# serial_frame_rx

serial_frame_rx, routed clock nets over the placement:
The bar under the picture is 10 um long.
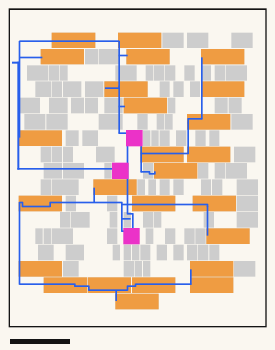
serial_frame_rx, sequential cells grouped by signal name:
The bar under the picture is 10 um long.
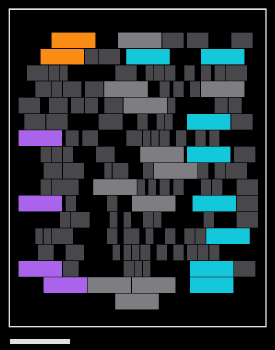
serial_frame_rx, met2 routing:
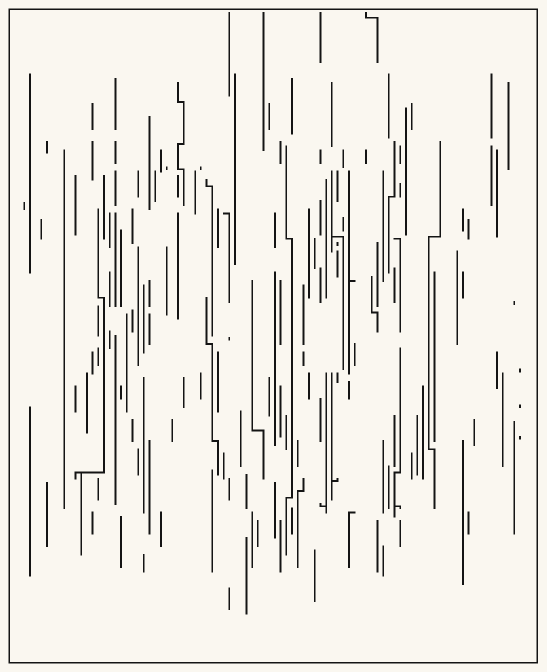
**src/rtl/serial_frame_rx_pkg.sv**
```systemverilog
// ----------------------------------------------------------------------------
// serial_frame_rx_pkg
//   Shared definitions for the serial frame receiver and its transmitter-side
//   counterpart: receiver FSM state encoding and the framing bit levels.
// ----------------------------------------------------------------------------
package serial_frame_rx_pkg;

   typedef enum logic [1:0] {
      ST_IDLE = 2'd0,
      ST_DATA = 2'd1,
      ST_STOP = 2'd2
   } state_e;

   // Framing levels; the idle line rests at STOP_BIT.
   localparam logic START_BIT = 1'b0;
   localparam logic STOP_BIT  = 1'b1;

endpackage : serial_frame_rx_pkg

```
**src/rtl/serial_frame_rx_shift_reg.sv**
```systemverilog
// ----------------------------------------------------------------------------
// rx_shift_reg
//   WIDTH-bit serial-in / parallel-out shift register, the receive-side mirror
//   of the transmitter's parallel-load register.
//
// Ports:
//   clk     in   rising-edge clock
//   rst     in   synchronous, active-high reset (clears the register)
//   i_en    in   shift enable; one bit is taken in per enabled cycle
//   i_bit   in   serial input bit
//   o_data  out  WIDTH-bit parallel contents
//
// MSB_FIRST = 1 shifts left (new bit enters bit 0, first bit ends at the MSB);
// MSB_FIRST = 0 shifts right (new bit enters the MSB, first bit ends at bit 0).
// ----------------------------------------------------------------------------
module rx_shift_reg #(
   parameter int WIDTH     = 8,
   parameter bit MSB_FIRST = 1'b1
) (
   input  logic             clk,
   input  logic             rst,
   input  logic             i_en,
   input  logic             i_bit,
   output logic [WIDTH-1:0] o_data
);

   logic [WIDTH-1:0] r_data;

   // NOTE: the register is reset even though every complete frame overwrites
   // all of it; this keeps the post-reset contents defined rather than X.
   always_ff @(posedge clk) begin
      if (rst) begin
         r_data <= '0;
      end else if (i_en) begin
         if (MSB_FIRST) begin
            r_data <= {r_data[WIDTH-2:0], i_bit};
         end else begin
            r_data <= {i_bit, r_data[WIDTH-1:1]};
         end
      end
   end

   assign o_data = r_data;

endmodule : rx_shift_reg

```
**src/rtl/serial_frame_rx.sv**
```systemverilog
// ----------------------------------------------------------------------------
// serial_frame_rx
//   Framed serial receiver. Samples s_in on s_en strobes, expects a start bit
//   (0), WIDTH data bits and a stop bit (1), and presents each good word on a
//   valid/ready parallel port. Bad stop bits pulse frame_err; words completed
//   while the previous one is still unconsumed are dropped and set overrun.
//
// Ports:
//   clk        in   rising-edge clock
//   rst        in   synchronous, active-high reset
//   s_in       in   serial data line (idle high)
//   s_en       in   bit strobe; s_in is sampled only when s_en = 1
//   p_out      out  received word, stable while out_valid = 1
//   out_valid  out  p_out holds an unconsumed word
//   out_ready  in   consumer accepts the word when out_valid & out_ready
//   busy       out  a frame is in progress (DATA or STOP)
//   frame_err  out  one-cycle pulse when the stop bit is sampled as 0
//   overrun    out  sticky flag, set when a completed word is dropped
// ----------------------------------------------------------------------------
module serial_frame_rx
   import serial_frame_rx_pkg::*;
#(
   parameter int WIDTH     = 8,
   parameter bit MSB_FIRST = 1'b1
) (
   input  logic             clk,
   input  logic             rst,
   input  logic             s_in,
   input  logic             s_en,
   output logic [WIDTH-1:0] p_out,
   output logic             out_valid,
   input  logic             out_ready,
   output logic             busy,
   output logic             frame_err,
   output logic             overrun
);

   localparam int                CNT_W    = $clog2(WIDTH + 1);
   localparam logic [CNT_W-1:0]  LAST_IDX = CNT_W'(WIDTH - 1);

   state_e           r_state;
   state_e           w_next_state;
   logic [CNT_W-1:0] r_cnt;
   logic [CNT_W-1:0] w_cnt_next;
   logic             w_shift_en;
   logic             w_stop_ok;
   logic             w_stop_bad;
   logic             w_load;
   logic             w_drop;
   logic [WIDTH-1:0] w_shift_data;

   logic [WIDTH-1:0] r_p_out;
   logic             r_out_valid;
   logic             r_frame_err;
   logic             r_overrun;

   rx_shift_reg #(
      .WIDTH     (WIDTH),
      .MSB_FIRST (MSB_FIRST)
   ) u_shift (
      .clk    (clk),
      .rst    (rst),
      .i_en   (w_shift_en),
      .i_bit  (s_in),
      .o_data (w_shift_data)
   );

   // NOTE: every signal driven here gets its default first, so no path
   // through the case leaves one unassigned and no latch is inferred.
   always_comb begin
      w_next_state = r_state;
      w_cnt_next   = r_cnt;
      w_shift_en   = 1'b0;
      w_stop_ok    = 1'b0;
      w_stop_bad   = 1'b0;
      case (r_state)
         ST_IDLE: begin
            if (s_en && (s_in == START_BIT)) begin
               w_next_state = ST_DATA;
               w_cnt_next   = '0;
            end
         end
         ST_DATA: begin
            if (s_en) begin
               w_shift_en = 1'b1;
               w_cnt_next = r_cnt + 1'b1;
               // Counter stops at WIDTH: the WIDTH-th sample leaves DATA.
               if (r_cnt == LAST_IDX) begin
                  w_next_state = ST_STOP;
               end
            end
         end
         ST_STOP: begin
            if (s_en) begin
               // A bad stop bit is consumed here, never reused as a start bit.
               w_next_state = ST_IDLE;
               if (s_in == STOP_BIT) begin
                  w_stop_ok = 1'b1;
               end else begin
                  w_stop_bad = 1'b1;
               end
            end
         end
         default: begin
            w_next_state = ST_IDLE;
         end
      endcase
   end

   // A finished word may load when the slot is empty or is being emptied now.
   assign w_load = w_stop_ok & (~r_out_valid | out_ready);
   assign w_drop = w_stop_ok & ~w_load;

   // NOTE: sequential state uses non-blocking assignments so every register
   // samples the pre-edge values, independent of statement order.
   always_ff @(posedge clk) begin
      if (rst) begin
         r_state     <= ST_IDLE;
         r_cnt       <= '0;
         r_p_out     <= '0;
         r_out_valid <= 1'b0;
         r_frame_err <= 1'b0;
         r_overrun   <= 1'b0;
      end else begin
         r_state     <= w_next_state;
         r_cnt       <= w_cnt_next;
         r_frame_err <= w_stop_bad;
         if (w_load) begin
            r_p_out     <= w_shift_data;
            r_out_valid <= 1'b1;
         end else if (r_out_valid && out_ready) begin
            r_out_valid <= 1'b0;
         end
         if (w_drop) begin
            r_overrun <= 1'b1;
         end
      end
   end

   assign p_out     = r_p_out;
   assign out_valid = r_out_valid;
   assign busy      = (r_state != ST_IDLE);
   assign frame_err = r_frame_err;
   assign overrun   = r_overrun;

endmodule : serial_frame_rx

```
**config.mk**
```make
export PLATFORM = sky130hd
export DESIGN_NAME = serial_frame_rx
export DESIGN_NICKNAME = d
export VERILOG_FILES = /design/src/rtl/serial_frame_rx_pkg.sv /design/src/rtl/serial_frame_rx_shift_reg.sv /design/src/rtl/serial_frame_rx.sv
export SDC_FILE = /design/constraint.sdc
export NUM_CORES = 1
export LEC_CHECK = 0
export CAP_MARGIN = 25
export CORE_ASPECT_RATIO = 1.25
export CORE_UTILIZATION = 50
export CTS_CLUSTER_DIAMETER = 40
export DETAILED_ROUTE_END_ITERATION = 8
export GPL_TIMING_DRIVEN = 0
export PLACE_DENSITY = 0.78
export REMOVE_ABC_BUFFERS = 1
export SETUP_SLACK_MARGIN = 0.05
export SKIP_CTS_REPAIR_TIMING = 1
export SYNTH_ARGS = -nofsm -noshare
export SYNTH_HDL_FRONTEND = slang
export SYNTH_SLANG_ARGS = --single-unit
```
**constraint.sdc**
```tcl
create_clock -name clk -period 2.7 [get_ports clk]
set_input_delay 0.675 -clock clk [delete_from_list [all_inputs] [get_ports clk]]
set_output_delay 0.675 -clock clk [all_outputs]
set_load 0.02 [all_outputs]
```
==> qor.csv <==
stage,metric,value,unit
power_and_ir_drop,Sw Share,21.12,%
clocking,# H-tree levels,1,
power_and_ir_drop,leading power group,registers,
route,Wirelength per Cell,11.42,um
status,status,"finished, final reports clean",
job,OpenROAD warning count,25,
critical_path,"delay-heaviest family, CP",buffers and inverters,
final_layout,Antenna Cells,0,
yosys,yosys cell count,121,
critical_path,Critical-path top delay cell,clkdlybuf4s50_1,
final_layout,flop count,25,
route,vias per inst,5.624,
power_and_ir_drop,Sequential Power Share,66.9,%
die,Die Y,52.65,um
worst_hold_path,WHS Endpoint,u_shift.o_data[7],
critical_path,R2R depth,3,
global_routing,initial antenna violation count,0,
critical_path,startpoint class of the critical path,register,
yosys,"Seq share, synth",48.78,%
global_routing,vias in the first global route,745,
place,worst slack at placement,0.3228,ns
sta,minimum clock period,2.229,ns
global_routing,global route overflow,0,
clocking,CTS Buffer Depth,2,
yosys,Post-Synthesis Cells,121,
## Picture notes: 'routed clock nets over the placement' of serial_frame_rx
[magenta] cells driving clock nets | count: 3
[blue] clock wires | length: 243 um
[orange] flip-flops | count: 25
routed clock nets	4
flops lie	spread over the die

## Picture notes: 'sequential cells grouped by signal name' of serial_frame_rx
colour	signal	placed flops
purple	`r_cnt`	4
orange	`r_state`	2
cyan	`p_out`	8

## Picture notes: 'met2 routing' of serial_frame_rx
longest straight run	28.9 um
wire length on this layer	861 um


# hilo_mult_unit

hilo_mult_unit, sequential cells grouped by signal name:
The bar under the picture is 50 um long.
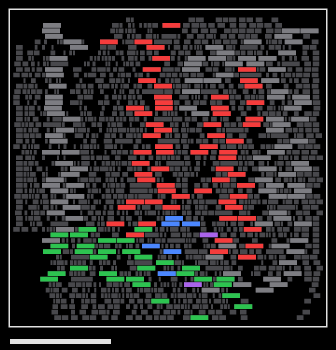
hilo_mult_unit, sizing map:
The bar under the picture is 50 um long.
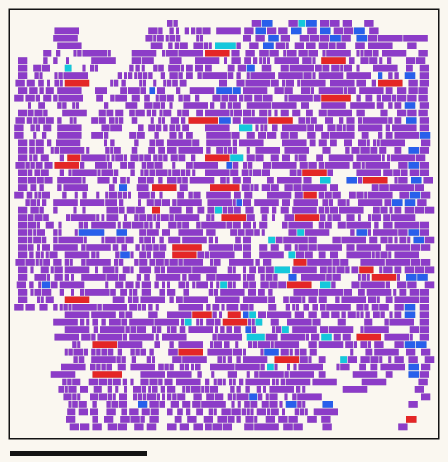
`src/rtl/hilo_mult_unit.sv`:
```
// HI/LO register pair with a shift-add multiplier that retires one multiplier bit per cycle.
// Signed operands are reduced to magnitudes up front and the sign is reapplied in a final fix-up cycle.
module hilo_mult_unit #(
   parameter int WIDTH = 32
) (
   input  logic             clk,
   input  logic             rst,
   input  logic             start,
   input  logic             signed_op,
   input  logic [WIDTH-1:0] a,
   input  logic [WIDTH-1:0] b,
   input  logic             we_hi,
   input  logic             we_lo,
   input  logic [WIDTH-1:0] wd,
   input  logic             hilo_sel,
   output logic             busy,
   output logic             done,
   output logic [WIDTH-1:0] hi,
   output logic [WIDTH-1:0] lo,
   output logic [WIDTH-1:0] rd_data
);

   localparam int CW = $clog2(WIDTH) + 1;
   localparam logic [1:0] S_IDLE = 2'd0;
   localparam logic [1:0] S_CALC = 2'd1;
   localparam logic [1:0] S_FIX  = 2'd2;
   localparam logic [CW-1:0] LAST_STEP = CW'(WIDTH - 1);

   logic [1:0]         state_q, state_d;
   logic [2*WIDTH-1:0] acc_q, acc_d;
   logic [WIDTH-1:0]   mcand_q, mcand_d;
   logic [WIDTH-1:0]   mplier_q, mplier_d;
   logic [CW-1:0]      count_q, count_d;
   logic               neg_q, neg_d;
   logic [WIDTH-1:0]   hi_q, hi_d;
   logic [WIDTH-1:0]   lo_q, lo_d;
   logic               done_q, done_d;

   logic [WIDTH-1:0]   a_mag, b_mag;
   logic [WIDTH:0]     upper_sum;
   logic [2*WIDTH-1:0] product;

   always_comb begin
      state_d  = state_q;
      acc_d    = acc_q;
      mcand_d  = mcand_q;
      mplier_d = mplier_q;
      count_d  = count_q;
      neg_d    = neg_q;
      hi_d     = hi_q;
      lo_d     = lo_q;
      done_d   = 1'b0;

      // The most negative value negates to itself, which is the correct unsigned magnitude.
      a_mag     = (signed_op && a[WIDTH-1]) ? -a : a;
      b_mag     = (signed_op && b[WIDTH-1]) ? -b : b;
      upper_sum = {1'b0, acc_q[2*WIDTH-1:WIDTH]} + {1'b0, mcand_q};
      product   = neg_q ? -acc_q : acc_q;

      case (state_q)
         S_IDLE: begin
            if (start) begin
               mcand_d  = a_mag;
               mplier_d = b_mag;
               neg_d    = signed_op & (a[WIDTH-1] ^ b[WIDTH-1]);
               acc_d    = '0;
               count_d  = '0;
               state_d  = S_CALC;
            end else begin
               if (we_hi) hi_d = wd;
               if (we_lo) lo_d = wd;
            end
         end
         S_CALC: begin
            // The carry out of the upper-half add becomes the new MSB after the shift.
            if (mplier_q[0]) acc_d = {upper_sum, acc_q[WIDTH-1:1]};
            else             acc_d = {1'b0, acc_q[2*WIDTH-1:1]};
            mplier_d = mplier_q >> 1;
            count_d  = count_q + CW'(1);
            if (count_q == LAST_STEP) state_d = S_FIX;
         end
         S_FIX: begin
            hi_d    = product[2*WIDTH-1:WIDTH];
            lo_d    = product[WIDTH-1:0];
            done_d  = 1'b1;
            state_d = S_IDLE;
         end
         default: state_d = S_IDLE;
      endcase
   end

   always_ff @(posedge clk or posedge rst) begin
      if (rst) begin
         state_q  <= S_IDLE;
         acc_q    <= '0;
         mcand_q  <= '0;
         mplier_q <= '0;
         count_q  <= '0;
         neg_q    <= 1'b0;
         hi_q     <= '0;
         lo_q     <= '0;
         done_q   <= 1'b0;
      end else begin
         state_q  <= state_d;
         acc_q    <= acc_d;
         mcand_q  <= mcand_d;
         mplier_q <= mplier_d;
         count_q  <= count_d;
         neg_q    <= neg_d;
         hi_q     <= hi_d;
         lo_q     <= lo_d;
         done_q   <= done_d;
      end
   end

   assign busy    = (state_q == S_CALC) || (state_q == S_FIX);
   assign done    = done_q;
   assign hi      = hi_q;
   assign lo      = lo_q;
   assign rd_data = hilo_sel ? hi_q : lo_q;

endmodule
```
`config.mk`:
```
export PLATFORM = sky130hd
export DESIGN_NAME = hilo_mult_unit
export DESIGN_NICKNAME = d
export VERILOG_FILES = /design/src/rtl/hilo_mult_unit.sv
export SDC_FILE = /design/constraint.sdc
export NUM_CORES = 1
export LEC_CHECK = 0
export CAP_MARGIN = 20
export CORE_UTILIZATION = 55
export CTS_CLUSTER_DIAMETER = 80
export DETAILED_ROUTE_END_ITERATION = 8
export PLACE_DENSITY = 0.81
export SKIP_CTS_REPAIR_TIMING = 1
export SLEW_MARGIN = 5
export SYNTH_ARGS = -nofsm -noshare
export SYNTH_HDL_FRONTEND = slang
export SYNTH_SLANG_ARGS = --single-unit
```
`constraint.sdc`:
```
create_clock -name clk -period 13.1 [get_ports clk]
set_input_delay 2.62 -clock clk [delete_from_list [all_inputs] [get_ports clk]]
set_output_delay 2.62 -clock clk [all_outputs]
set_load 0.01 [all_outputs]
```
==> qor.csv <==
stage,metric,value,unit
status,status,"finished, final reports clean",
final_layout,Antenna Cells,0,
yosys,cell type with the largest total area,dfrtp_1,
final_layout,Clock-cell share,4.814,%
yosys,Top area cell types,"dfrtp_1, xor2_1, o21ai_0, nand2_1, ha_1",
place,port bufs,200,
final_layout,Logic inverters,26,
global_routing,GRT met2 Usage,47.87,%
yosys,Top cell area share,38.85,%
yosys,Post-synth EDFFs,0,
route,Initial DRT Pass Iterations,5,
clocking,CTS buffer count,21,
critical_path,Crit Path Max Fanout,32,
worst_hold_path,Worst Hold Depth,2,
final_layout,Comb/total area,47.22,%
yosys,register bit total from synthesis,202,
yosys,Cell Type Count,67,
place,Placed Cells incl. Taps,1886,
clocking,Clock Pin Slew Worst Setup and Hold Paths,0.06,ns
final_layout,NonClk Buf Share,13.29,%
yosys,"Seq share, synth",38.85,%
clocking,clk root buf,clkbuf_16,
yosys,syn avg cell area,8.987,um^2
Notes on 'sequential cells grouped by signal name' of hilo_mult_unit above:
colour	signal	placed flops
blue	`count_q`	6
green	`mplier_q`	32
purple	`state_q`	2
red	`acc_q`	64
not coloured	98
flop share of the area: 31.58%
final core utilization: 69.87%
Seq. cell area: 5056 um^2
Seq group: 1.14 mW

Notes on 'sizing map' of hilo_mult_unit above:
colour	size	cells	share	most used
red	drive 6 and up	34	2.1%	clkbuf_16
blue	drive 2	53	3.3%	mux2_2
purple	drive 1 or less	1505	93%	dfrtp_1
cyan	drive 3 to 4	21	1.3%	buf_4


# ssp_uart_access_ctrl

==> src/rtl/ssp_uart_pkg.sv <==
// Shared constants, FSM state type and helpers for the SSP_UART access controller.
// Optional IRQ status polling in the top is enabled by SSP_IRQ_POLL_EN.
package ssp_uart_pkg;

  localparam int SSP_RA_W     = 3;
  localparam int SSP_DW       = 12;
  localparam int FRAME_BITS   = 16;
  localparam int EN_FIRST_BIT = 4;

  localparam logic [SSP_RA_W-1:0] STAT_RA = 3'd0;

  typedef enum logic [2:0] {
    ST_IDLE  = 3'd0,
    ST_SETUP = 3'd1,
    ST_SHIFT = 3'd2,
    ST_HOLD  = 3'd3,
    ST_GAP   = 3'd4
  } state_e;

  // Reads drive zero on SSP_DI so the slave never sees stale write data.
  function automatic logic [SSP_DW-1:0] frame_di(input logic wnr, input logic [SSP_DW-1:0] wd);
    return wnr ? wd : '0;
  endfunction

endpackage

==> src/rtl/ssp_rr_arb.sv <==
// Combinational round-robin arbiter: lowest offset from ptr_i with a pending request wins.
// Produces a one-hot grant, the winner's index and a valid flag.
module ssp_rr_arb #(
  parameter int NREQ = 2,
  localparam int IW  = (NREQ > 1) ? $clog2(NREQ) : 1
) (
  input  logic [NREQ-1:0] req_i,
  input  logic [IW-1:0]   ptr_i,
  output logic [NREQ-1:0] grant_o,
  output logic [IW-1:0]   idx_o,
  output logic            valid_o
);

  logic [IW-1:0]   cand [NREQ];
  logic [NREQ-1:0] hit;

  // cand[gi] is the requester gi positions after the pointer, wrapped at NREQ.
  for (genvar gi = 0; gi < NREQ; gi++) begin : g_cand
    logic [IW:0] sum;
    assign sum       = {1'b0, ptr_i} + (IW+1)'(gi);
    assign cand[gi]  = (sum >= (IW+1)'(NREQ)) ? IW'(sum - (IW+1)'(NREQ)) : IW'(sum);
    assign hit[gi]   = req_i[cand[gi]];
  end

  always_comb begin
    grant_o = '0;
    idx_o   = '0;
    valid_o = 1'b0;
    for (int k = 0; k < NREQ; k++) begin
      if (!valid_o && hit[k]) begin
        valid_o = 1'b1;
        idx_o   = cand[k];
      end
    end
    if (valid_o) grant_o[idx_o] = 1'b1;
  end

endmodule

==> src/rtl/ssp_uart_access_ctrl.sv <==
// Multi-requester SSP master: arbitrates client register accesses and runs one SSP frame each.
// Define SSP_IRQ_POLL_EN to add automatic status reads on IRQ (irq_stat / irq_stat_vld).
module ssp_uart_access_ctrl
  import ssp_uart_pkg::*;
#(
  parameter int NREQ    = 2,
  parameter int SCK_DIV = 2,
  parameter int GAP_CYC = 2
) (
  input  logic                     Clk,
  input  logic                     Rst_n,
  input  logic [NREQ-1:0]          req,
  input  logic [NREQ*SSP_RA_W-1:0] req_ra,
  input  logic [NREQ-1:0]          req_wnr,
  input  logic [NREQ*SSP_DW-1:0]   req_wdata,
  output logic [NREQ-1:0]          gnt,
  output logic [NREQ-1:0]          done,
  output logic [SSP_DW-1:0]        rdata,
  output logic                     busy,
  output logic                     SSP_SSEL,
  output logic                     SSP_SCK,
  output logic [SSP_RA_W-1:0]      SSP_RA,
  output logic                     SSP_WnR,
  output logic                     SSP_En,
  output logic                     SSP_EOC,
  output logic [SSP_DW-1:0]        SSP_DI,
  input  logic [SSP_DW-1:0]        SSP_DO,
  input  logic                     IRQ
`ifdef SSP_IRQ_POLL_EN
  ,
  output logic [SSP_DW-1:0]        irq_stat,
  output logic                     irq_stat_vld
`endif
);

  localparam int IW = $clog2(NREQ);
  localparam int CW = $clog2(2*SCK_DIV);
  localparam int GW = (GAP_CYC > 1) ? $clog2(GAP_CYC) : 1;
  localparam int BW = $clog2(FRAME_BITS);

  localparam logic [CW-1:0] CNT_LAST = CW'(2*SCK_DIV-1);
  localparam logic [CW-1:0] CNT_HIGH = CW'(SCK_DIV);
  localparam logic [GW-1:0] GAP_LAST = GW'(GAP_CYC-1);
  localparam logic [BW-1:0] BIT_LAST = BW'(FRAME_BITS-1);
  localparam logic [BW-1:0] BIT_EN   = BW'(EN_FIRST_BIT);
  localparam logic [IW-1:0] IDX_LAST = IW'(NREQ-1);

  logic [SSP_RA_W-1:0] ra_arr [NREQ];
  logic [SSP_DW-1:0]   wd_arr [NREQ];

  for (genvar gi = 0; gi < NREQ; gi++) begin : g_fields
    assign ra_arr[gi] = req_ra[gi*SSP_RA_W +: SSP_RA_W];
    assign wd_arr[gi] = req_wdata[gi*SSP_DW +: SSP_DW];
  end

  logic [NREQ-1:0] arb_grant;
  logic [IW-1:0]   arb_idx;
  logic            arb_valid;

  state_e              state_q, state_d;
  logic [CW-1:0]       cnt_q, cnt_d;
  logic [BW-1:0]       bit_q, bit_d;
  logic [GW-1:0]       gap_q, gap_d;
  logic [IW-1:0]       ptr_q, ptr_d;
  logic [NREQ-1:0]     gnt_q, gnt_d;
  logic [NREQ-1:0]     done_q, done_d;
  logic [SSP_DW-1:0]   rdata_q, rdata_d;
  logic [SSP_RA_W-1:0] ra_q, ra_d;
  logic                wnr_q, wnr_d;
  logic [SSP_DW-1:0]   di_q, di_d;
  logic                ssel_q, ssel_d;
  logic                sck_q, sck_d;
  logic                en_q, en_d;
  logic                eoc_q, eoc_d;
  logic                start_poll;
  logic                poll_active;

  ssp_rr_arb #(.NREQ(NREQ)) u_arb (
    .req_i   (req),
    .ptr_i   (ptr_q),
    .grant_o (arb_grant),
    .idx_o   (arb_idx),
    .valid_o (arb_valid)
  );

  always_comb begin
    state_d = state_q;
    cnt_d   = cnt_q;
    bit_d   = bit_q;
    gap_d   = gap_q;
    ptr_d   = ptr_q;
    gnt_d   = gnt_q;
    done_d  = '0;
    rdata_d = rdata_q;
    ra_d    = ra_q;
    wnr_d   = wnr_q;
    di_d    = di_q;

    case (state_q)
      ST_IDLE: begin
        // A pending status poll pre-empts clients and leaves the RR pointer alone.
        if (start_poll) begin
          state_d = ST_SETUP;
          ra_d    = STAT_RA;
          wnr_d   = 1'b0;
          di_d    = '0;
        end else if (arb_valid) begin
          state_d = ST_SETUP;
          gnt_d   = arb_grant;
          ptr_d   = (arb_idx == IDX_LAST) ? '0 : arb_idx + 1'b1;
          ra_d    = ra_arr[arb_idx];
          wnr_d   = req_wnr[arb_idx];
          di_d    = frame_di(req_wnr[arb_idx], wd_arr[arb_idx]);
        end
      end
      ST_SETUP: begin
        state_d = ST_SHIFT;
        cnt_d   = '0;
        bit_d   = '0;
      end
      ST_SHIFT: begin
        if (cnt_q == CNT_LAST) begin
          cnt_d = '0;
          if (bit_q == BIT_LAST) state_d = ST_HOLD;
          else                   bit_d   = bit_q + 1'b1;
        end else begin
          cnt_d = cnt_q + 1'b1;
        end
      end
      ST_HOLD: begin
        state_d = ST_GAP;
        gap_d   = '0;
        gnt_d   = '0;
        if (!poll_active) begin
          done_d = gnt_q;
          if (!wnr_q) rdata_d = SSP_DO;
        end
      end
      ST_GAP: begin
        if (gap_q == GAP_LAST) state_d = ST_IDLE;
        else                   gap_d   = gap_q + 1'b1;
      end
      default: state_d = ST_IDLE;
    endcase

    // Pin levels are registered from the next state so they change in step with it.
    ssel_d = (state_d == ST_SETUP) || (state_d == ST_SHIFT) || (state_d == ST_HOLD);
    sck_d  = (state_d == ST_SHIFT) && (cnt_d >= CNT_HIGH);
    en_d   = (state_d == ST_SHIFT) && (bit_d >= BIT_EN);
    eoc_d  = (state_d == ST_SHIFT) && (bit_d == BIT_LAST);
  end

  always_ff @(posedge Clk) begin
    if (!Rst_n) begin
      state_q <= ST_IDLE;
      cnt_q   <= '0;
      bit_q   <= '0;
      gap_q   <= '0;
      ptr_q   <= '0;
      gnt_q   <= '0;
      done_q  <= '0;
      rdata_q <= '0;
      ra_q    <= '0;
      wnr_q   <= 1'b0;
      di_q    <= '0;
      ssel_q  <= 1'b0;
      sck_q   <= 1'b0;
      en_q    <= 1'b0;
      eoc_q   <= 1'b0;
    end else begin
      state_q <= state_d;
      cnt_q   <= cnt_d;
      bit_q   <= bit_d;
      gap_q   <= gap_d;
      ptr_q   <= ptr_d;
      gnt_q   <= gnt_d;
      done_q  <= done_d;
      rdata_q <= rdata_d;
      ra_q    <= ra_d;
      wnr_q   <= wnr_d;
      di_q    <= di_d;
      ssel_q  <= ssel_d;
      sck_q   <= sck_d;
      en_q    <= en_d;
      eoc_q   <= eoc_d;
    end
  end

`ifdef SSP_IRQ_POLL_EN
  logic              poll_q, poll_d;
  logic              armed_q, armed_d;
  logic              irq_vld_q, irq_vld_d;
  logic [SSP_DW-1:0] irq_stat_q, irq_stat_d;

  assign start_poll  = IRQ && armed_q;
  assign poll_active = poll_q;

  // One poll per IRQ assertion: re-armed only once IRQ has been observed low.
  always_comb begin
    poll_d     = poll_q;
    armed_d    = armed_q;
    irq_stat_d = irq_stat_q;
    irq_vld_d  = 1'b0;
    if (!IRQ) armed_d = 1'b1;
    if (state_q == ST_IDLE && start_poll) begin
      poll_d  = 1'b1;
      armed_d = 1'b0;
    end
    if (state_q == ST_HOLD && poll_q) begin
      poll_d     = 1'b0;
      irq_stat_d = SSP_DO;
      irq_vld_d  = 1'b1;
    end
  end

  always_ff @(posedge Clk) begin
    if (!Rst_n) begin
      poll_q     <= 1'b0;
      armed_q    <= 1'b1;
      irq_vld_q  <= 1'b0;
      irq_stat_q <= '0;
    end else begin
      poll_q     <= poll_d;
      armed_q    <= armed_d;
      irq_vld_q  <= irq_vld_d;
      irq_stat_q <= irq_stat_d;
    end
  end

  assign irq_stat     = irq_stat_q;
  assign irq_stat_vld = irq_vld_q;
`else
  logic unused_irq;
  assign unused_irq  = IRQ;
  assign start_poll  = 1'b0;
  assign poll_active = 1'b0;
`endif

  assign gnt      = gnt_q;
  assign done     = done_q;
  assign rdata    = rdata_q;
  assign busy     = (state_q != ST_IDLE);
  assign SSP_SSEL = ssel_q;
  assign SSP_SCK  = sck_q;
  assign SSP_RA   = ra_q;
  assign SSP_WnR  = wnr_q;
  assign SSP_En   = en_q;
  assign SSP_EOC  = eoc_q;
  assign SSP_DI   = di_q;

endmodule

==> config.mk <==
export PLATFORM = sky130hd
export DESIGN_NAME = ssp_uart_access_ctrl
export DESIGN_NICKNAME = d
export VERILOG_FILES = /design/src/rtl/ssp_uart_pkg.sv /design/src/rtl/ssp_rr_arb.sv /design/src/rtl/ssp_uart_access_ctrl.sv
export SDC_FILE = /design/constraint.sdc
export NUM_CORES = 1
export LEC_CHECK = 0
export ABC_AREA = 1
export CAP_MARGIN = 20
export CORE_MARGIN = 2
export CORE_UTILIZATION = 38
export CTS_CLUSTER_DIAMETER = 200
export CTS_CLUSTER_SIZE = 14
export DETAILED_ROUTE_END_ITERATION = 7
export PLACE_DENSITY = 0.82
export SETUP_SLACK_MARGIN = 0.5
export SLEW_MARGIN = 20
export SYNTH_ARGS = -nofsm -noshare
export SYNTH_HDL_FRONTEND = slang
export SYNTH_SLANG_ARGS = --single-unit
==> constraint.sdc <==
create_clock -name Clk -period 1.2 [get_ports Clk]
set_clock_uncertainty 0.05 [all_clocks]
set_input_delay 0.12 -clock Clk [delete_from_list [all_inputs] [get_ports Clk]]
set_output_delay 0.12 -clock Clk [all_outputs]
set_load 0.01 [all_outputs]
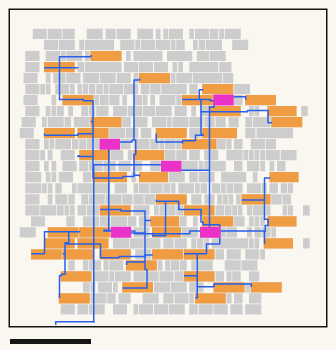
ssp_uart_access_ctrl: routed clock nets over the placement
The bar under the picture is 20 um long.
[magenta] cells driving clock nets | count: 5
[orange] flip-flops | count: 47
[blue] clock wires | length: 572 um
routed clock nets	6

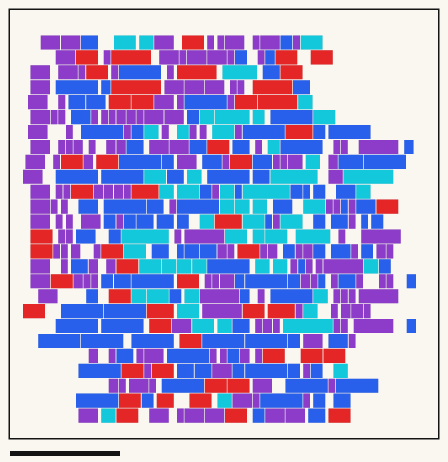
ssp_uart_access_ctrl: sizing map
The bar under the picture is 20 um long.
colour	size	cells	share	most used
purple	drive 1 or less	186	45%	nand2_1
blue	drive 2	119	29%	dfxtp_2
cyan	drive 3 to 4	55	13%	buf_4
red	drive 6 and up	50	12%	buf_6

==> qor.csv <==
stage,metric,value,unit
die,Die X-Extent,78.00,um
sta,fin worst setup slack,-0.1620,ns
power_and_ir_drop,Comb power frac,34.4,%
critical_path,crit path capture,SSP_DI[10],
critical_path,R2R Path Start,state_q[0],
yosys,syn_nets,340,
critical_path,crit path DAT,1.54,ns
route,Initial DRT Pass Iterations,5,
route,Post-Route WL,7690,um
status,status,"complete, but fails checks",
sta,minimum clock period,1.362,ns
status,failing checks,setup timing,
yosys,most frequent cell after synthesis,nand2_1,
sta,"Setup violations, final",38,
power_and_ir_drop,Pint,2.823,mW
clocking,clk root buf,clkbuf_8,
yosys,Post-synth EDFFs,0,
sta,Rel. slew slack,82.92,%
yosys,Simple-Gate Area Share,35.54,%
route,DR WL met3,366,um
final_layout,Clock-cell share,2.193,%
yosys,"FFs w/ async S/R, synth",0,%
yosys,adder-cell share of the synthesized area,1.203,%
clocking,clock sink total,47,
final_layout,NonClk Buf Share,31.82,%

# lhn_itrace_streamer_v_flat

<file path="config.mk">
export PLATFORM = sky130hd
export DESIGN_NAME = lhn_itrace_streamer_v_flat
export DESIGN_NICKNAME = d
export VERILOG_FILES = /design/src/rtl/lhn_itrace_streamer_v_if.sv /design/src/rtl/lhn_itrace_streamer_v.sv /design/src/flat_wrapper.sv
export SDC_FILE = /design/constraint.sdc
export NUM_CORES = 1
export LEC_CHECK = 0
export ABC_AREA = 1
export CORE_UTILIZATION = 47
export CTS_CLUSTER_DIAMETER = 80
export DETAILED_ROUTE_END_ITERATION = 8
export SLEW_MARGIN = 20
export SYNTH_ARGS = -nofsm -noshare
export SYNTH_HDL_FRONTEND = slang
export SYNTH_SLANG_ARGS = --single-unit
</file>
<file path="constraint.sdc">
create_clock -name Clock_pin -period 7.57 [get_ports Clock_pin]
set_input_delay 2.271 -clock Clock_pin [delete_from_list [all_inputs] [get_ports Clock_pin]]
set_output_delay 2.271 -clock Clock_pin [all_outputs]
set_load 0.01 [all_outputs]
</file>
<file path="src/rtl/lhn_itrace_streamer_v_if.sv">
// Byte-stream trace bundle: decoder string strobe in, serialized ASCII bytes out.
// Latency: n/a (wiring only).
// Backpressure: out_ready from the debug sink stalls the byte stream; ICis_valid is never stalled.
// Ports/signals:
//   ICis[95:0]  ASCII string, byte 11 (bits 95:88) first
//   ICis_valid  one-cycle capture strobe
//   out_data    current output byte
//   out_valid   out_data valid
//   out_ready   sink accepts byte on out_valid & out_ready
// Modports: master = streamer side, slave = decoder/sink side.
interface lhn_itrace_streamer_v_if;
   logic [95:0] ICis;
   logic        ICis_valid;
   logic [7:0]  out_data;
   logic        out_valid;
   logic        out_ready;

   modport master (
      input  ICis,
      input  ICis_valid,
      output out_data,
      output out_valid,
      input  out_ready
   );

   modport slave (
      output ICis,
      output ICis_valid,
      input  out_data,
      input  out_valid,
      output out_ready
   );
endinterface

</file>
<file path="src/rtl/lhn_itrace_streamer_v.sv">
// Instruction trace streamer: buffers 96-bit ASCII strings and emits them byte-serially, leading NULs dropped.
// Latency: strobe at cycle N -> first non-zero byte valid at N+2 (+1 cycle per suppressed leading NUL).
// Backpressure: out_ready stalls the serializer only; a full FIFO drops strings and counts them.
// Ports:
//   Clock_pin      rising-edge clock
//   Reset_pin      synchronous active-high reset
//   trace          lhn_itrace_streamer_v_if.master (ICis/ICis_valid in, out_data/out_valid/out_ready)
//   busy           FIFO non-empty or serializer active
//   overflow       sticky, set on first dropped string
//   drop_cnt       saturating count of dropped strings
// Build option: define TRACE_CRLF_EN to terminate every string with 0x0D 0x0A.
module lhn_itrace_streamer_v #(
   parameter int DEPTH  = 8,
   parameter int DROP_W = 8
) (
   input  logic                      Clock_pin,
   input  logic                      Reset_pin,
   lhn_itrace_streamer_v_if.master   trace,
   output logic                      busy,
   output logic                      overflow,
   output logic [DROP_W-1:0]         drop_cnt
);

   localparam int AW = $clog2(DEPTH);
   localparam logic [AW:0]       CNT_FULL = (AW+1)'(DEPTH);
   localparam logic [AW:0]       CNT_ONE  = (AW+1)'(1);
   localparam logic [AW-1:0]     PTR_ONE  = AW'(1);
   localparam logic [DROP_W-1:0] DROP_ONE = DROP_W'(1);

`ifdef TRACE_CRLF_EN
   typedef enum logic [2:0] {IDLE, LOAD, SEND, CR, LF} state_t;
   localparam state_t DONE_STATE = CR;
`else
   typedef enum logic [1:0] {IDLE, LOAD, SEND} state_t;
   localparam state_t DONE_STATE = IDLE;
`endif

   // string FIFO
   logic [95:0]   mem [DEPTH];
   logic [AW-1:0] wr_ptr;
   logic [AW-1:0] rd_ptr;
   logic [AW:0]   count;

   // serializer
   state_t        state, state_nxt;
   logic [95:0]   sh, sh_nxt;
   logic [3:0]    idx, idx_nxt;
   logic          sent, sent_nxt;
   logic          obyte_valid, obyte_valid_nxt;
   logic [7:0]    obyte_data, obyte_data_nxt;

   logic          push, pop, drop, hs, skip;

   // a pop in the same cycle frees a slot, so a full FIFO still accepts
   assign pop  = (state == LOAD);
   assign push = trace.ICis_valid && ((count != CNT_FULL) || pop);
   assign drop = trace.ICis_valid && !push;

   assign hs   = obyte_valid && trace.out_ready;
   // leading NULs are skipped until the first non-zero byte of this string has gone out
   assign skip = (state == SEND) && !sent && (sh[95:88] == 8'h00);

   assign busy            = (count != '0) || (state != IDLE);
   assign trace.out_valid = obyte_valid;
   assign trace.out_data  = obyte_data;

   always_comb begin
      state_nxt = state;
      sh_nxt    = sh;
      idx_nxt   = idx;
      sent_nxt  = sent;
      case (state)
         IDLE: begin
            // including a same-cycle push gives LOAD one cycle after the strobe
            if ((count != '0) || push) state_nxt = LOAD;
         end
         LOAD: begin
            sh_nxt    = mem[rd_ptr];
            idx_nxt   = 4'd11;
            sent_nxt  = 1'b0;
            state_nxt = SEND;
         end
         SEND: begin
            if (skip || hs) begin
               sh_nxt  = {sh[87:0], 8'h00};
               idx_nxt = idx - 4'd1;
               if (hs) sent_nxt = 1'b1;
               if (idx == 4'd0) state_nxt = DONE_STATE;
            end
         end
`ifdef TRACE_CRLF_EN
         CR: begin
            if (hs) state_nxt = LF;
         end
         LF: begin
            if (hs) state_nxt = IDLE;
         end
`endif
         default: state_nxt = IDLE;
      endcase

      // outputs are registered: derive next cycle's byte from next-cycle state
      obyte_valid_nxt = 1'b0;
      obyte_data_nxt  = 8'h00;
      case (state_nxt)
         SEND: begin
            if (sent_nxt || (sh_nxt[95:88] != 8'h00)) begin
               obyte_valid_nxt = 1'b1;
               obyte_data_nxt  = sh_nxt[95:88];
            end
         end
`ifdef TRACE_CRLF_EN
         CR: begin
            obyte_valid_nxt = 1'b1;
            obyte_data_nxt  = 8'h0D;
         end
         LF: begin
            obyte_valid_nxt = 1'b1;
            obyte_data_nxt  = 8'h0A;
         end
`endif
         default: ;
      endcase
   end

   always_ff @(posedge Clock_pin) begin
      if (Reset_pin) begin
         state       <= IDLE;
         wr_ptr      <= '0;
         rd_ptr      <= '0;
         count       <= '0;
         sh          <= '0;
         idx         <= '0;
         sent        <= 1'b0;
         obyte_valid <= 1'b0;
         obyte_data  <= 8'h00;
         overflow    <= 1'b0;
         drop_cnt    <= '0;
      end else begin
         state       <= state_nxt;
         sh          <= sh_nxt;
         idx         <= idx_nxt;
         sent        <= sent_nxt;
         obyte_valid <= obyte_valid_nxt;
         obyte_data  <= obyte_data_nxt;
         if (push) wr_ptr <= wr_ptr + PTR_ONE;
         if (pop)  rd_ptr <= rd_ptr + PTR_ONE;
         case ({push, pop})
            2'b10:   count <= count + CNT_ONE;
            2'b01:   count <= count - CNT_ONE;
            default: ;
         endcase
         if (drop) begin
            overflow <= 1'b1;
            if (drop_cnt != '1) drop_cnt <= drop_cnt + DROP_ONE;
         end
      end
   end

   // storage needs no reset: pointers and count define what is valid
   always_ff @(posedge Clock_pin) begin
      if (push) mem[wr_ptr] <= trace.ICis;
   end

endmodule

</file>
<file path="src/flat_wrapper.sv">
// flat-port wrapper written by rule: the top's interface ports become plain ports
module lhn_itrace_streamer_v_flat 
#(
   parameter int DEPTH  = 8,
   parameter int DROP_W = 8
)
  (Clock_pin, Reset_pin, busy, overflow, drop_cnt, trace_ICis, trace_ICis_valid, trace_out_data, trace_out_valid, trace_out_ready);
  lhn_itrace_streamer_v_if trace_i ();
  input  logic Clock_pin;
  input  logic Reset_pin;
  output logic busy;
  output logic overflow;
  output logic [DROP_W-1:0] drop_cnt;
  input wire logic [$bits(trace_i.ICis)-1:0] trace_ICis;
  input wire logic [$bits(trace_i.ICis_valid)-1:0] trace_ICis_valid;
  output wire logic [$bits(trace_i.out_data)-1:0] trace_out_data;
  output wire logic [$bits(trace_i.out_valid)-1:0] trace_out_valid;
  input wire logic [$bits(trace_i.out_ready)-1:0] trace_out_ready;
  assign trace_i.ICis = trace_ICis;
  assign trace_i.ICis_valid = trace_ICis_valid;
  assign trace_out_data = trace_i.out_data;
  assign trace_out_valid = trace_i.out_valid;
  assign trace_i.out_ready = trace_out_ready;
  lhn_itrace_streamer_v #(.DEPTH(DEPTH), .DROP_W(DROP_W)) u_core (.Clock_pin(Clock_pin), .Reset_pin(Reset_pin), .trace(trace_i), .busy(busy), .overflow(overflow), .drop_cnt(drop_cnt));
endmodule
</file>
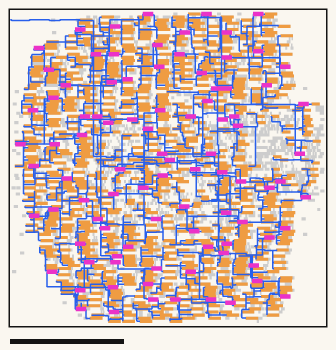
lhn_itrace_streamer_v_flat: routed clock nets over the placement
The bar under the picture is 100 um long.
[orange] flip-flops | count: 902
[magenta] cells driving clock nets | count: 92
[blue] clock wires | length: 9880 um
flops lie	spread over the die

==> qor.csv <==
stage,metric,value,unit
status,status,"finished, final reports clean",
final_layout,"Net count, final",3046,
global_routing,vias in the first global route,22910,
route,DR WL met3,5268,um
yosys,"Seq share, synth",72.52,%
critical_path,cell mode on critical path,nand2_1,
critical_path,"delay-heaviest family, CP",simple AND/OR/NAND/NOR gates,
power_and_ir_drop,Sequential Power Share,42.8,%
clocking,Post-CTS Resized,0,
final_layout,area growth from synthesis to layout,13.70,%
yosys,cell type with the largest total area,edfxtp_1,
yosys,syn_nets,3004,
critical_path,Worst Setup Path Type,in2reg,
sta,minimum clock period,4.522,ns
route,met1 WL,37680,um
yosys,"FFs w/ async S/R, synth",0,%
final_layout,most used logic cell in the final layout,edfxtp_1,
final_layout,ratio of cells with drive above 1 in the final layout,7.140,%
die,Initial Util,47.60,%
final_layout,flop count,902,
power_and_ir_drop,Seq group,5.83,mW
die,Die Y,276.8,um
clocking,CTS Buffer Depth,3,
power_and_ir_drop,Pint,9.143,mW
final_layout,largest reg by FF count,u_core.mem,
power_and_ir_drop,LEAKAGE,13.31,nW
route,Final ANT Viol Nets,0,
sta,WHS,0.4626,ns
yosys,Top cell area share,64.97,%

# pe_rs_core

pe_rs_core, clock nets:
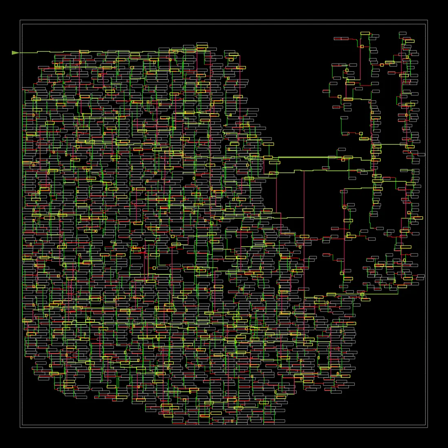
pe_rs_core, routed clock nets over the placement:
The bar under the picture is 100 um long.
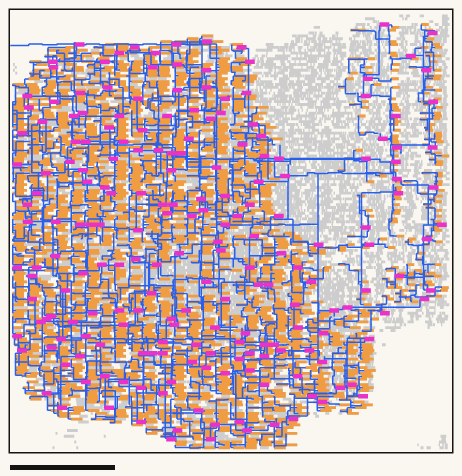
pe_rs_core, sequential cells grouped by signal name:
The bar under the picture is 100 um long.
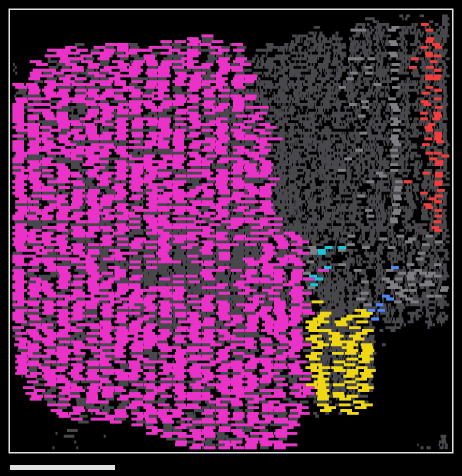
## src/rtl/pe_rs_core.sv

```systemverilog
// Row-stationary PE: loads a filter row for FILTER_NUM kernels into a filter
// scratchpad, streams an ifmap row through a circular scratchpad, and emits
// one FILTER_NUM-lane output psum per ofmap pixel.
//
// Handshake: every channel moves one item at a posedge where enable, valid
// (the *_enable input, or opsum_enable for the output) and ready are all 1.
// Ready outputs depend only on registered state and enable, never on valid.
module pe_rs_core #(
    parameter int IFMAP_SPAD_SIZE  = 12,
    parameter int FILTER_SPAD_SIZE = 224,
    parameter int IFMAP_DATA_SIZE  = 8,
    parameter int FILTER_DATA_SIZE = 8,
    parameter int PSUM_DATA_SIZE   = 16,
    parameter int FILTER_NUM       = 4,
    parameter int MA_X             = 0,
    parameter int MA_Y             = 0
) (
    input  logic                                 clk,
    input  logic                                 rst,
    input  logic                                 enable,
    input  logic                                 set_info,
    input  logic                                 keep_filter,
    input  logic [1:0]                           config_q,
    input  logic [3:0]                           config_S,
    input  logic [3:0]                           config_U,
    input  logic [7:0]                           config_F,
    input  logic [FILTER_NUM*FILTER_DATA_SIZE-1:0] filter,
    input  logic                                 filter_enable,
    output logic                                 filter_ready,
    input  logic [IFMAP_DATA_SIZE-1:0]           ifmap,
    input  logic                                 ifmap_enable,
    output logic                                 ifmap_ready,
    input  logic [FILTER_NUM*PSUM_DATA_SIZE-1:0] ipsum,
    input  logic                                 ipsum_enable,
    output logic                                 ipsum_ready,
    output logic [FILTER_NUM*PSUM_DATA_SIZE-1:0] opsum,
    output logic                                 opsum_enable,
    input  logic                                 opsum_ready,
    output logic                                 busy,
    output logic                                 cfg_err,
    output logic [2:0]                           dbg_state,
    output logic [15:0]                          dbg_pos
);

    localparam int FD      = FILTER_DATA_SIZE;
    localparam int ID      = IFMAP_DATA_SIZE;
    localparam int P       = PSUM_DATA_SIZE;
    localparam int W_DEPTH = FILTER_SPAD_SIZE / FILTER_NUM;
    localparam int IW      = $clog2(IFMAP_SPAD_SIZE);
    localparam int FW      = $clog2(W_DEPTH);

    typedef enum logic [2:0] {
        S_IDLE, S_LOAD, S_FILL, S_MAC, S_IPSUM, S_OUT, S_SHIFT
    } state_t;

    state_t                  state_q;
    logic [7:0]              cnt_q, head_q, n_q, uq_q, f_q, out_cnt_q;
    logic [3:0]              s_q, ld_s_q;
    logic [2:0]              q_q, ld_q_q;
    logic                    loaded_q, cfg_err_q;
    logic [FILTER_NUM*P-1:0] acc_q, opsum_q;

    // Scratchpads carry no reset: contents survive reset, only the loaded flag is cleared.
    logic [ID-1:0]            ifmap_spad  [IFMAP_SPAD_SIZE];
    logic [FILTER_NUM*FD-1:0] filter_spad [W_DEPTH];

    logic xfer_f, xfer_i, xfer_p, xfer_o;
    assign filter_ready = enable && (state_q == S_LOAD);
    assign ifmap_ready  = enable && ((state_q == S_FILL) || (state_q == S_SHIFT));
    assign ipsum_ready  = enable && (state_q == S_IPSUM);
    assign opsum_enable = enable && (state_q == S_OUT);
    assign xfer_f = filter_ready && filter_enable;
    assign xfer_i = ifmap_ready && ifmap_enable;
    assign xfer_p = ipsum_ready && ipsum_enable;
    assign xfer_o = opsum_enable && opsum_ready;

    assign opsum     = opsum_q;
    assign busy      = (state_q != S_IDLE);
    assign cfg_err   = cfg_err_q;
    assign dbg_state = state_q;
    assign dbg_pos   = {8'(MA_X), 8'(MA_Y)};

    // Incoming configuration, decoded and checked combinationally.
    logic [2:0] cq;
    logic [7:0] n_cfg, uq_cfg;
    logic       cfg_bad;
    assign cq     = {1'b0, config_q} + 3'd1;
    assign n_cfg  = 8'(config_S) * 8'(cq);
    assign uq_cfg = 8'(config_U) * 8'(cq);
    assign cfg_bad = (config_S == 4'd0) || (config_U == 4'd0) || (config_F == 8'd0)
                  || (config_U > config_S)
                  || (int'(n_cfg) > IFMAP_SPAD_SIZE)
                  || (int'(n_cfg) * FILTER_NUM > FILTER_SPAD_SIZE)
                  || (keep_filter && (!loaded_q || (ld_s_q != config_S) || (ld_q_q != cq)));

    // Circular ifmap index (head+cnt) mod N; both terms are below N so one subtract suffices.
    logic [8:0]    circ_sum, head_sum;
    logic [IW-1:0] circ_idx;
    logic [7:0]    head_adv;
    assign circ_sum = {1'b0, head_q} + {1'b0, cnt_q};
    assign circ_idx = IW'((circ_sum >= {1'b0, n_q}) ? circ_sum - {1'b0, n_q} : circ_sum);
    assign head_sum = {1'b0, head_q} + {1'b0, uq_q};
    assign head_adv = 8'((head_sum >= {1'b0, n_q}) ? head_sum - {1'b0, n_q} : head_sum);

    // Per-lane MAC step and ipsum add, wrapping at PSUM_DATA_SIZE.
    logic [ID-1:0]               if_rd;
    logic [FILTER_NUM*FD-1:0]    w_rd;
    logic signed [ID+FD-1:0]     prod;
    logic signed [P-1:0]         lane_add;
    logic [FILTER_NUM*P-1:0]     acc_mac, opsum_sum;
    always_comb begin
        acc_mac   = '0;
        opsum_sum = '0;
        prod      = '0;
        lane_add  = '0;
        if_rd     = ifmap_spad[circ_idx];
        w_rd      = filter_spad[FW'(cnt_q)];
        for (int k = 0; k < FILTER_NUM; k++) begin
            prod     = $signed(if_rd) * $signed(w_rd[k*FD +: FD]);
            lane_add = P'(prod);
            acc_mac[k*P +: P]   = (cnt_q == 8'd0) ? lane_add : acc_q[k*P +: P] + lane_add;
            opsum_sum[k*P +: P] = acc_q[k*P +: P] + ipsum[k*P +: P];
        end
    end

    // Scratchpad writes: filter words at index cnt, ifmap elements at the circular index.
    always_ff @(posedge clk) begin
        if (rst && xfer_f) filter_spad[FW'(cnt_q)] <= filter;
        if (rst && xfer_i) ifmap_spad[circ_idx] <= ifmap;
    end

    // Main FSM; enable=0 holds every register.
    always_ff @(posedge clk) begin
        if (!rst) begin
            state_q   <= S_IDLE;
            cnt_q     <= '0;
            head_q    <= '0;
            n_q       <= '0;
            uq_q      <= '0;
            f_q       <= '0;
            out_cnt_q <= '0;
            s_q       <= '0;
            q_q       <= '0;
            ld_s_q    <= '0;
            ld_q_q    <= '0;
            loaded_q  <= 1'b0;
            cfg_err_q <= 1'b0;
            acc_q     <= '0;
            opsum_q   <= '0;
        end else if (enable) begin
            case (state_q)
                S_IDLE: if (set_info) begin
                    if (cfg_bad) begin
                        cfg_err_q <= 1'b1;
                    end else begin
                        cfg_err_q <= 1'b0;
                        s_q       <= config_S;
                        q_q       <= cq;
                        n_q       <= n_cfg;
                        uq_q      <= uq_cfg;
                        f_q       <= config_F;
                        cnt_q     <= '0;
                        head_q    <= '0;
                        out_cnt_q <= '0;
                        state_q   <= keep_filter ? S_FILL : S_LOAD;
                    end
                end
                S_LOAD: if (xfer_f) begin
                    if (cnt_q == n_q - 8'd1) begin
                        cnt_q    <= '0;
                        loaded_q <= 1'b1;
                        ld_s_q   <= s_q;
                        ld_q_q   <= q_q;
                        state_q  <= S_FILL;
                    end else begin
                        cnt_q <= cnt_q + 8'd1;
                    end
                end
                S_FILL: if (xfer_i) begin
                    if (cnt_q == n_q - 8'd1) begin
                        cnt_q   <= '0;
                        head_q  <= '0;
                        state_q <= S_MAC;
                    end else begin
                        cnt_q <= cnt_q + 8'd1;
                    end
                end
                S_MAC: begin
                    acc_q <= acc_mac;
                    if (cnt_q == n_q - 8'd1) begin
                        cnt_q   <= '0;
                        state_q <= S_IPSUM;
                    end else begin
                        cnt_q <= cnt_q + 8'd1;
                    end
                end
                S_IPSUM: if (xfer_p) begin
                    opsum_q <= opsum_sum;
                    state_q <= S_OUT;
                end
                S_OUT: if (xfer_o) begin
                    out_cnt_q <= out_cnt_q + 8'd1;
                    cnt_q     <= '0;
                    state_q   <= (out_cnt_q + 8'd1 == f_q) ? S_IDLE : S_SHIFT;
                end
                S_SHIFT: if (xfer_i) begin
                    if (cnt_q == uq_q - 8'd1) begin
                        cnt_q   <= '0;
                        head_q  <= head_adv;
                        state_q <= S_MAC;
                    end else begin
                        cnt_q <= cnt_q + 8'd1;
                    end
                end
                default: state_q <= S_IDLE;
            endcase
        end
    end

endmodule
```

## config.mk

```make
export PLATFORM = sky130hd
export DESIGN_NAME = pe_rs_core
export DESIGN_NICKNAME = d
export VERILOG_FILES = /design/src/rtl/pe_rs_core.sv
export SDC_FILE = /design/constraint.sdc
export NUM_CORES = 2
export LEC_CHECK = 0
export CAP_MARGIN = 5
export CORE_MARGIN = 2
export CORE_UTILIZATION = 56
export CTS_CLUSTER_DIAMETER = 60
export DETAILED_ROUTE_END_ITERATION = 8
export GPL_TIMING_DRIVEN = 0
export PLACE_DENSITY = 0.76
export SLEW_MARGIN = 20
export SYNTH_ARGS = -nofsm -noshare
export SYNTH_HDL_FRONTEND = slang
export SYNTH_SLANG_ARGS = --single-unit
```

## constraint.sdc

```tcl
create_clock -name clk -period 9.37 [get_ports clk]
set_input_delay 1.874 -clock clk [delete_from_list [all_inputs] [get_ports clk]]
set_output_delay 1.874 -clock clk [all_outputs]
set_load 0.02 [all_outputs]
```

==> qor.csv <==
stage,metric,value,unit
global_routing,largest net degree at the start of global routing,53,
die,# Taps,2310,
sta,maximum operating frequency,0.1071,GHz
clocking,# H-tree levels,4,
final_layout,NonClk Buf Share,6.426,%
critical_path,crit path DAT,10.00,ns
final_layout,"Net count, final",7386,
global_routing,grt met3 use,9.327,%
route,met1 WL,100400,um
final_layout,most numerous logic cells after layout,"edfxtp_1, mux4_2, nor2_1",
route,Initial DRT Pass Iterations,6,
yosys,"Seq share, synth",62.49,%
global_routing,grt peak-use layer,met2,
yosys,Simple-Gate Area Share,5.603,%
critical_path,R2R depth,28,
critical_path,crit end category,register,
sta,Final Max Tran Viols,0,
status,status,"finished, final reports clean",
power_and_ir_drop,Comb power frac,37.0,%
sta,minimum clock period,9.339,ns
final_layout,Comb/total area,30.98,%
final_layout,Biggest Area Class,sequential cells,
route,DR iter-0 viols,8898,
place,port bufs,203,
yosys,"Compound Share, Synth",4.366,%
critical_path,Crit Path Max Fanout,10,
final_layout,final-layout fill cell count,11110,
About 'clock nets' of pe_rs_core:
clock sink total: 2087
CTS buffer count: 202

About 'routed clock nets over the placement' of pe_rs_core:
[magenta] cells driving clock nets | count: 202
[orange] flip-flops | count: 2087
[blue] clock wires | length: 25.0 mm
flops lie	spread over the die
routed clock nets	203
Layout Skew: 0.08426 ns
Clk pwr share: 28.5%
Clk power: 8.37 mW
worst-skew pair later-pin latency: 0.90 ns

About 'sequential cells grouped by signal name' of pe_rs_core:
colour	signal	placed flops
blue	`uq_q`	7
cyan	`cnt_q`	8
yellow	`ifmap_spad`	96
magenta	`filter_spad`	1792
red	`opsum`	64
flop share of the area: 52.99%
Seq. cell area: 60690 um^2
Seq group: 10.1 mW



==> gallery <==
Clock nets.
picture 1
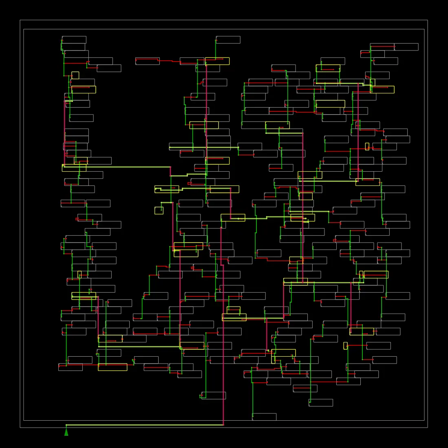
picture 2
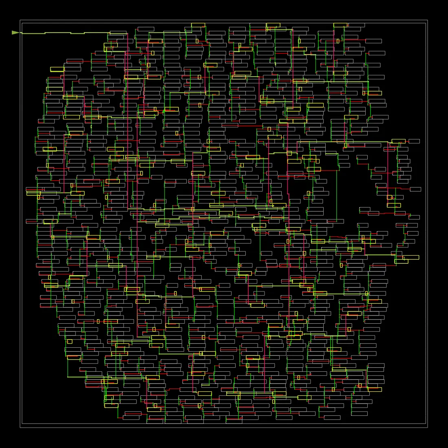
picture 3
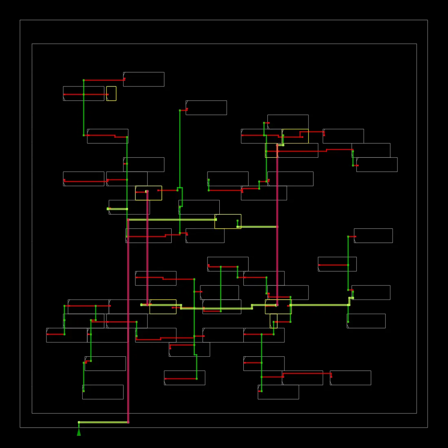
hilo_mult_unit is picture 1.
ssp_uart_access_ctrl is picture 3.
lhn_itrace_streamer_v_flat is picture 2.
- most sequential cells: picture 2
- fewest sequential cells: picture 3

Power is estimated from default activity; no workload was simulated.
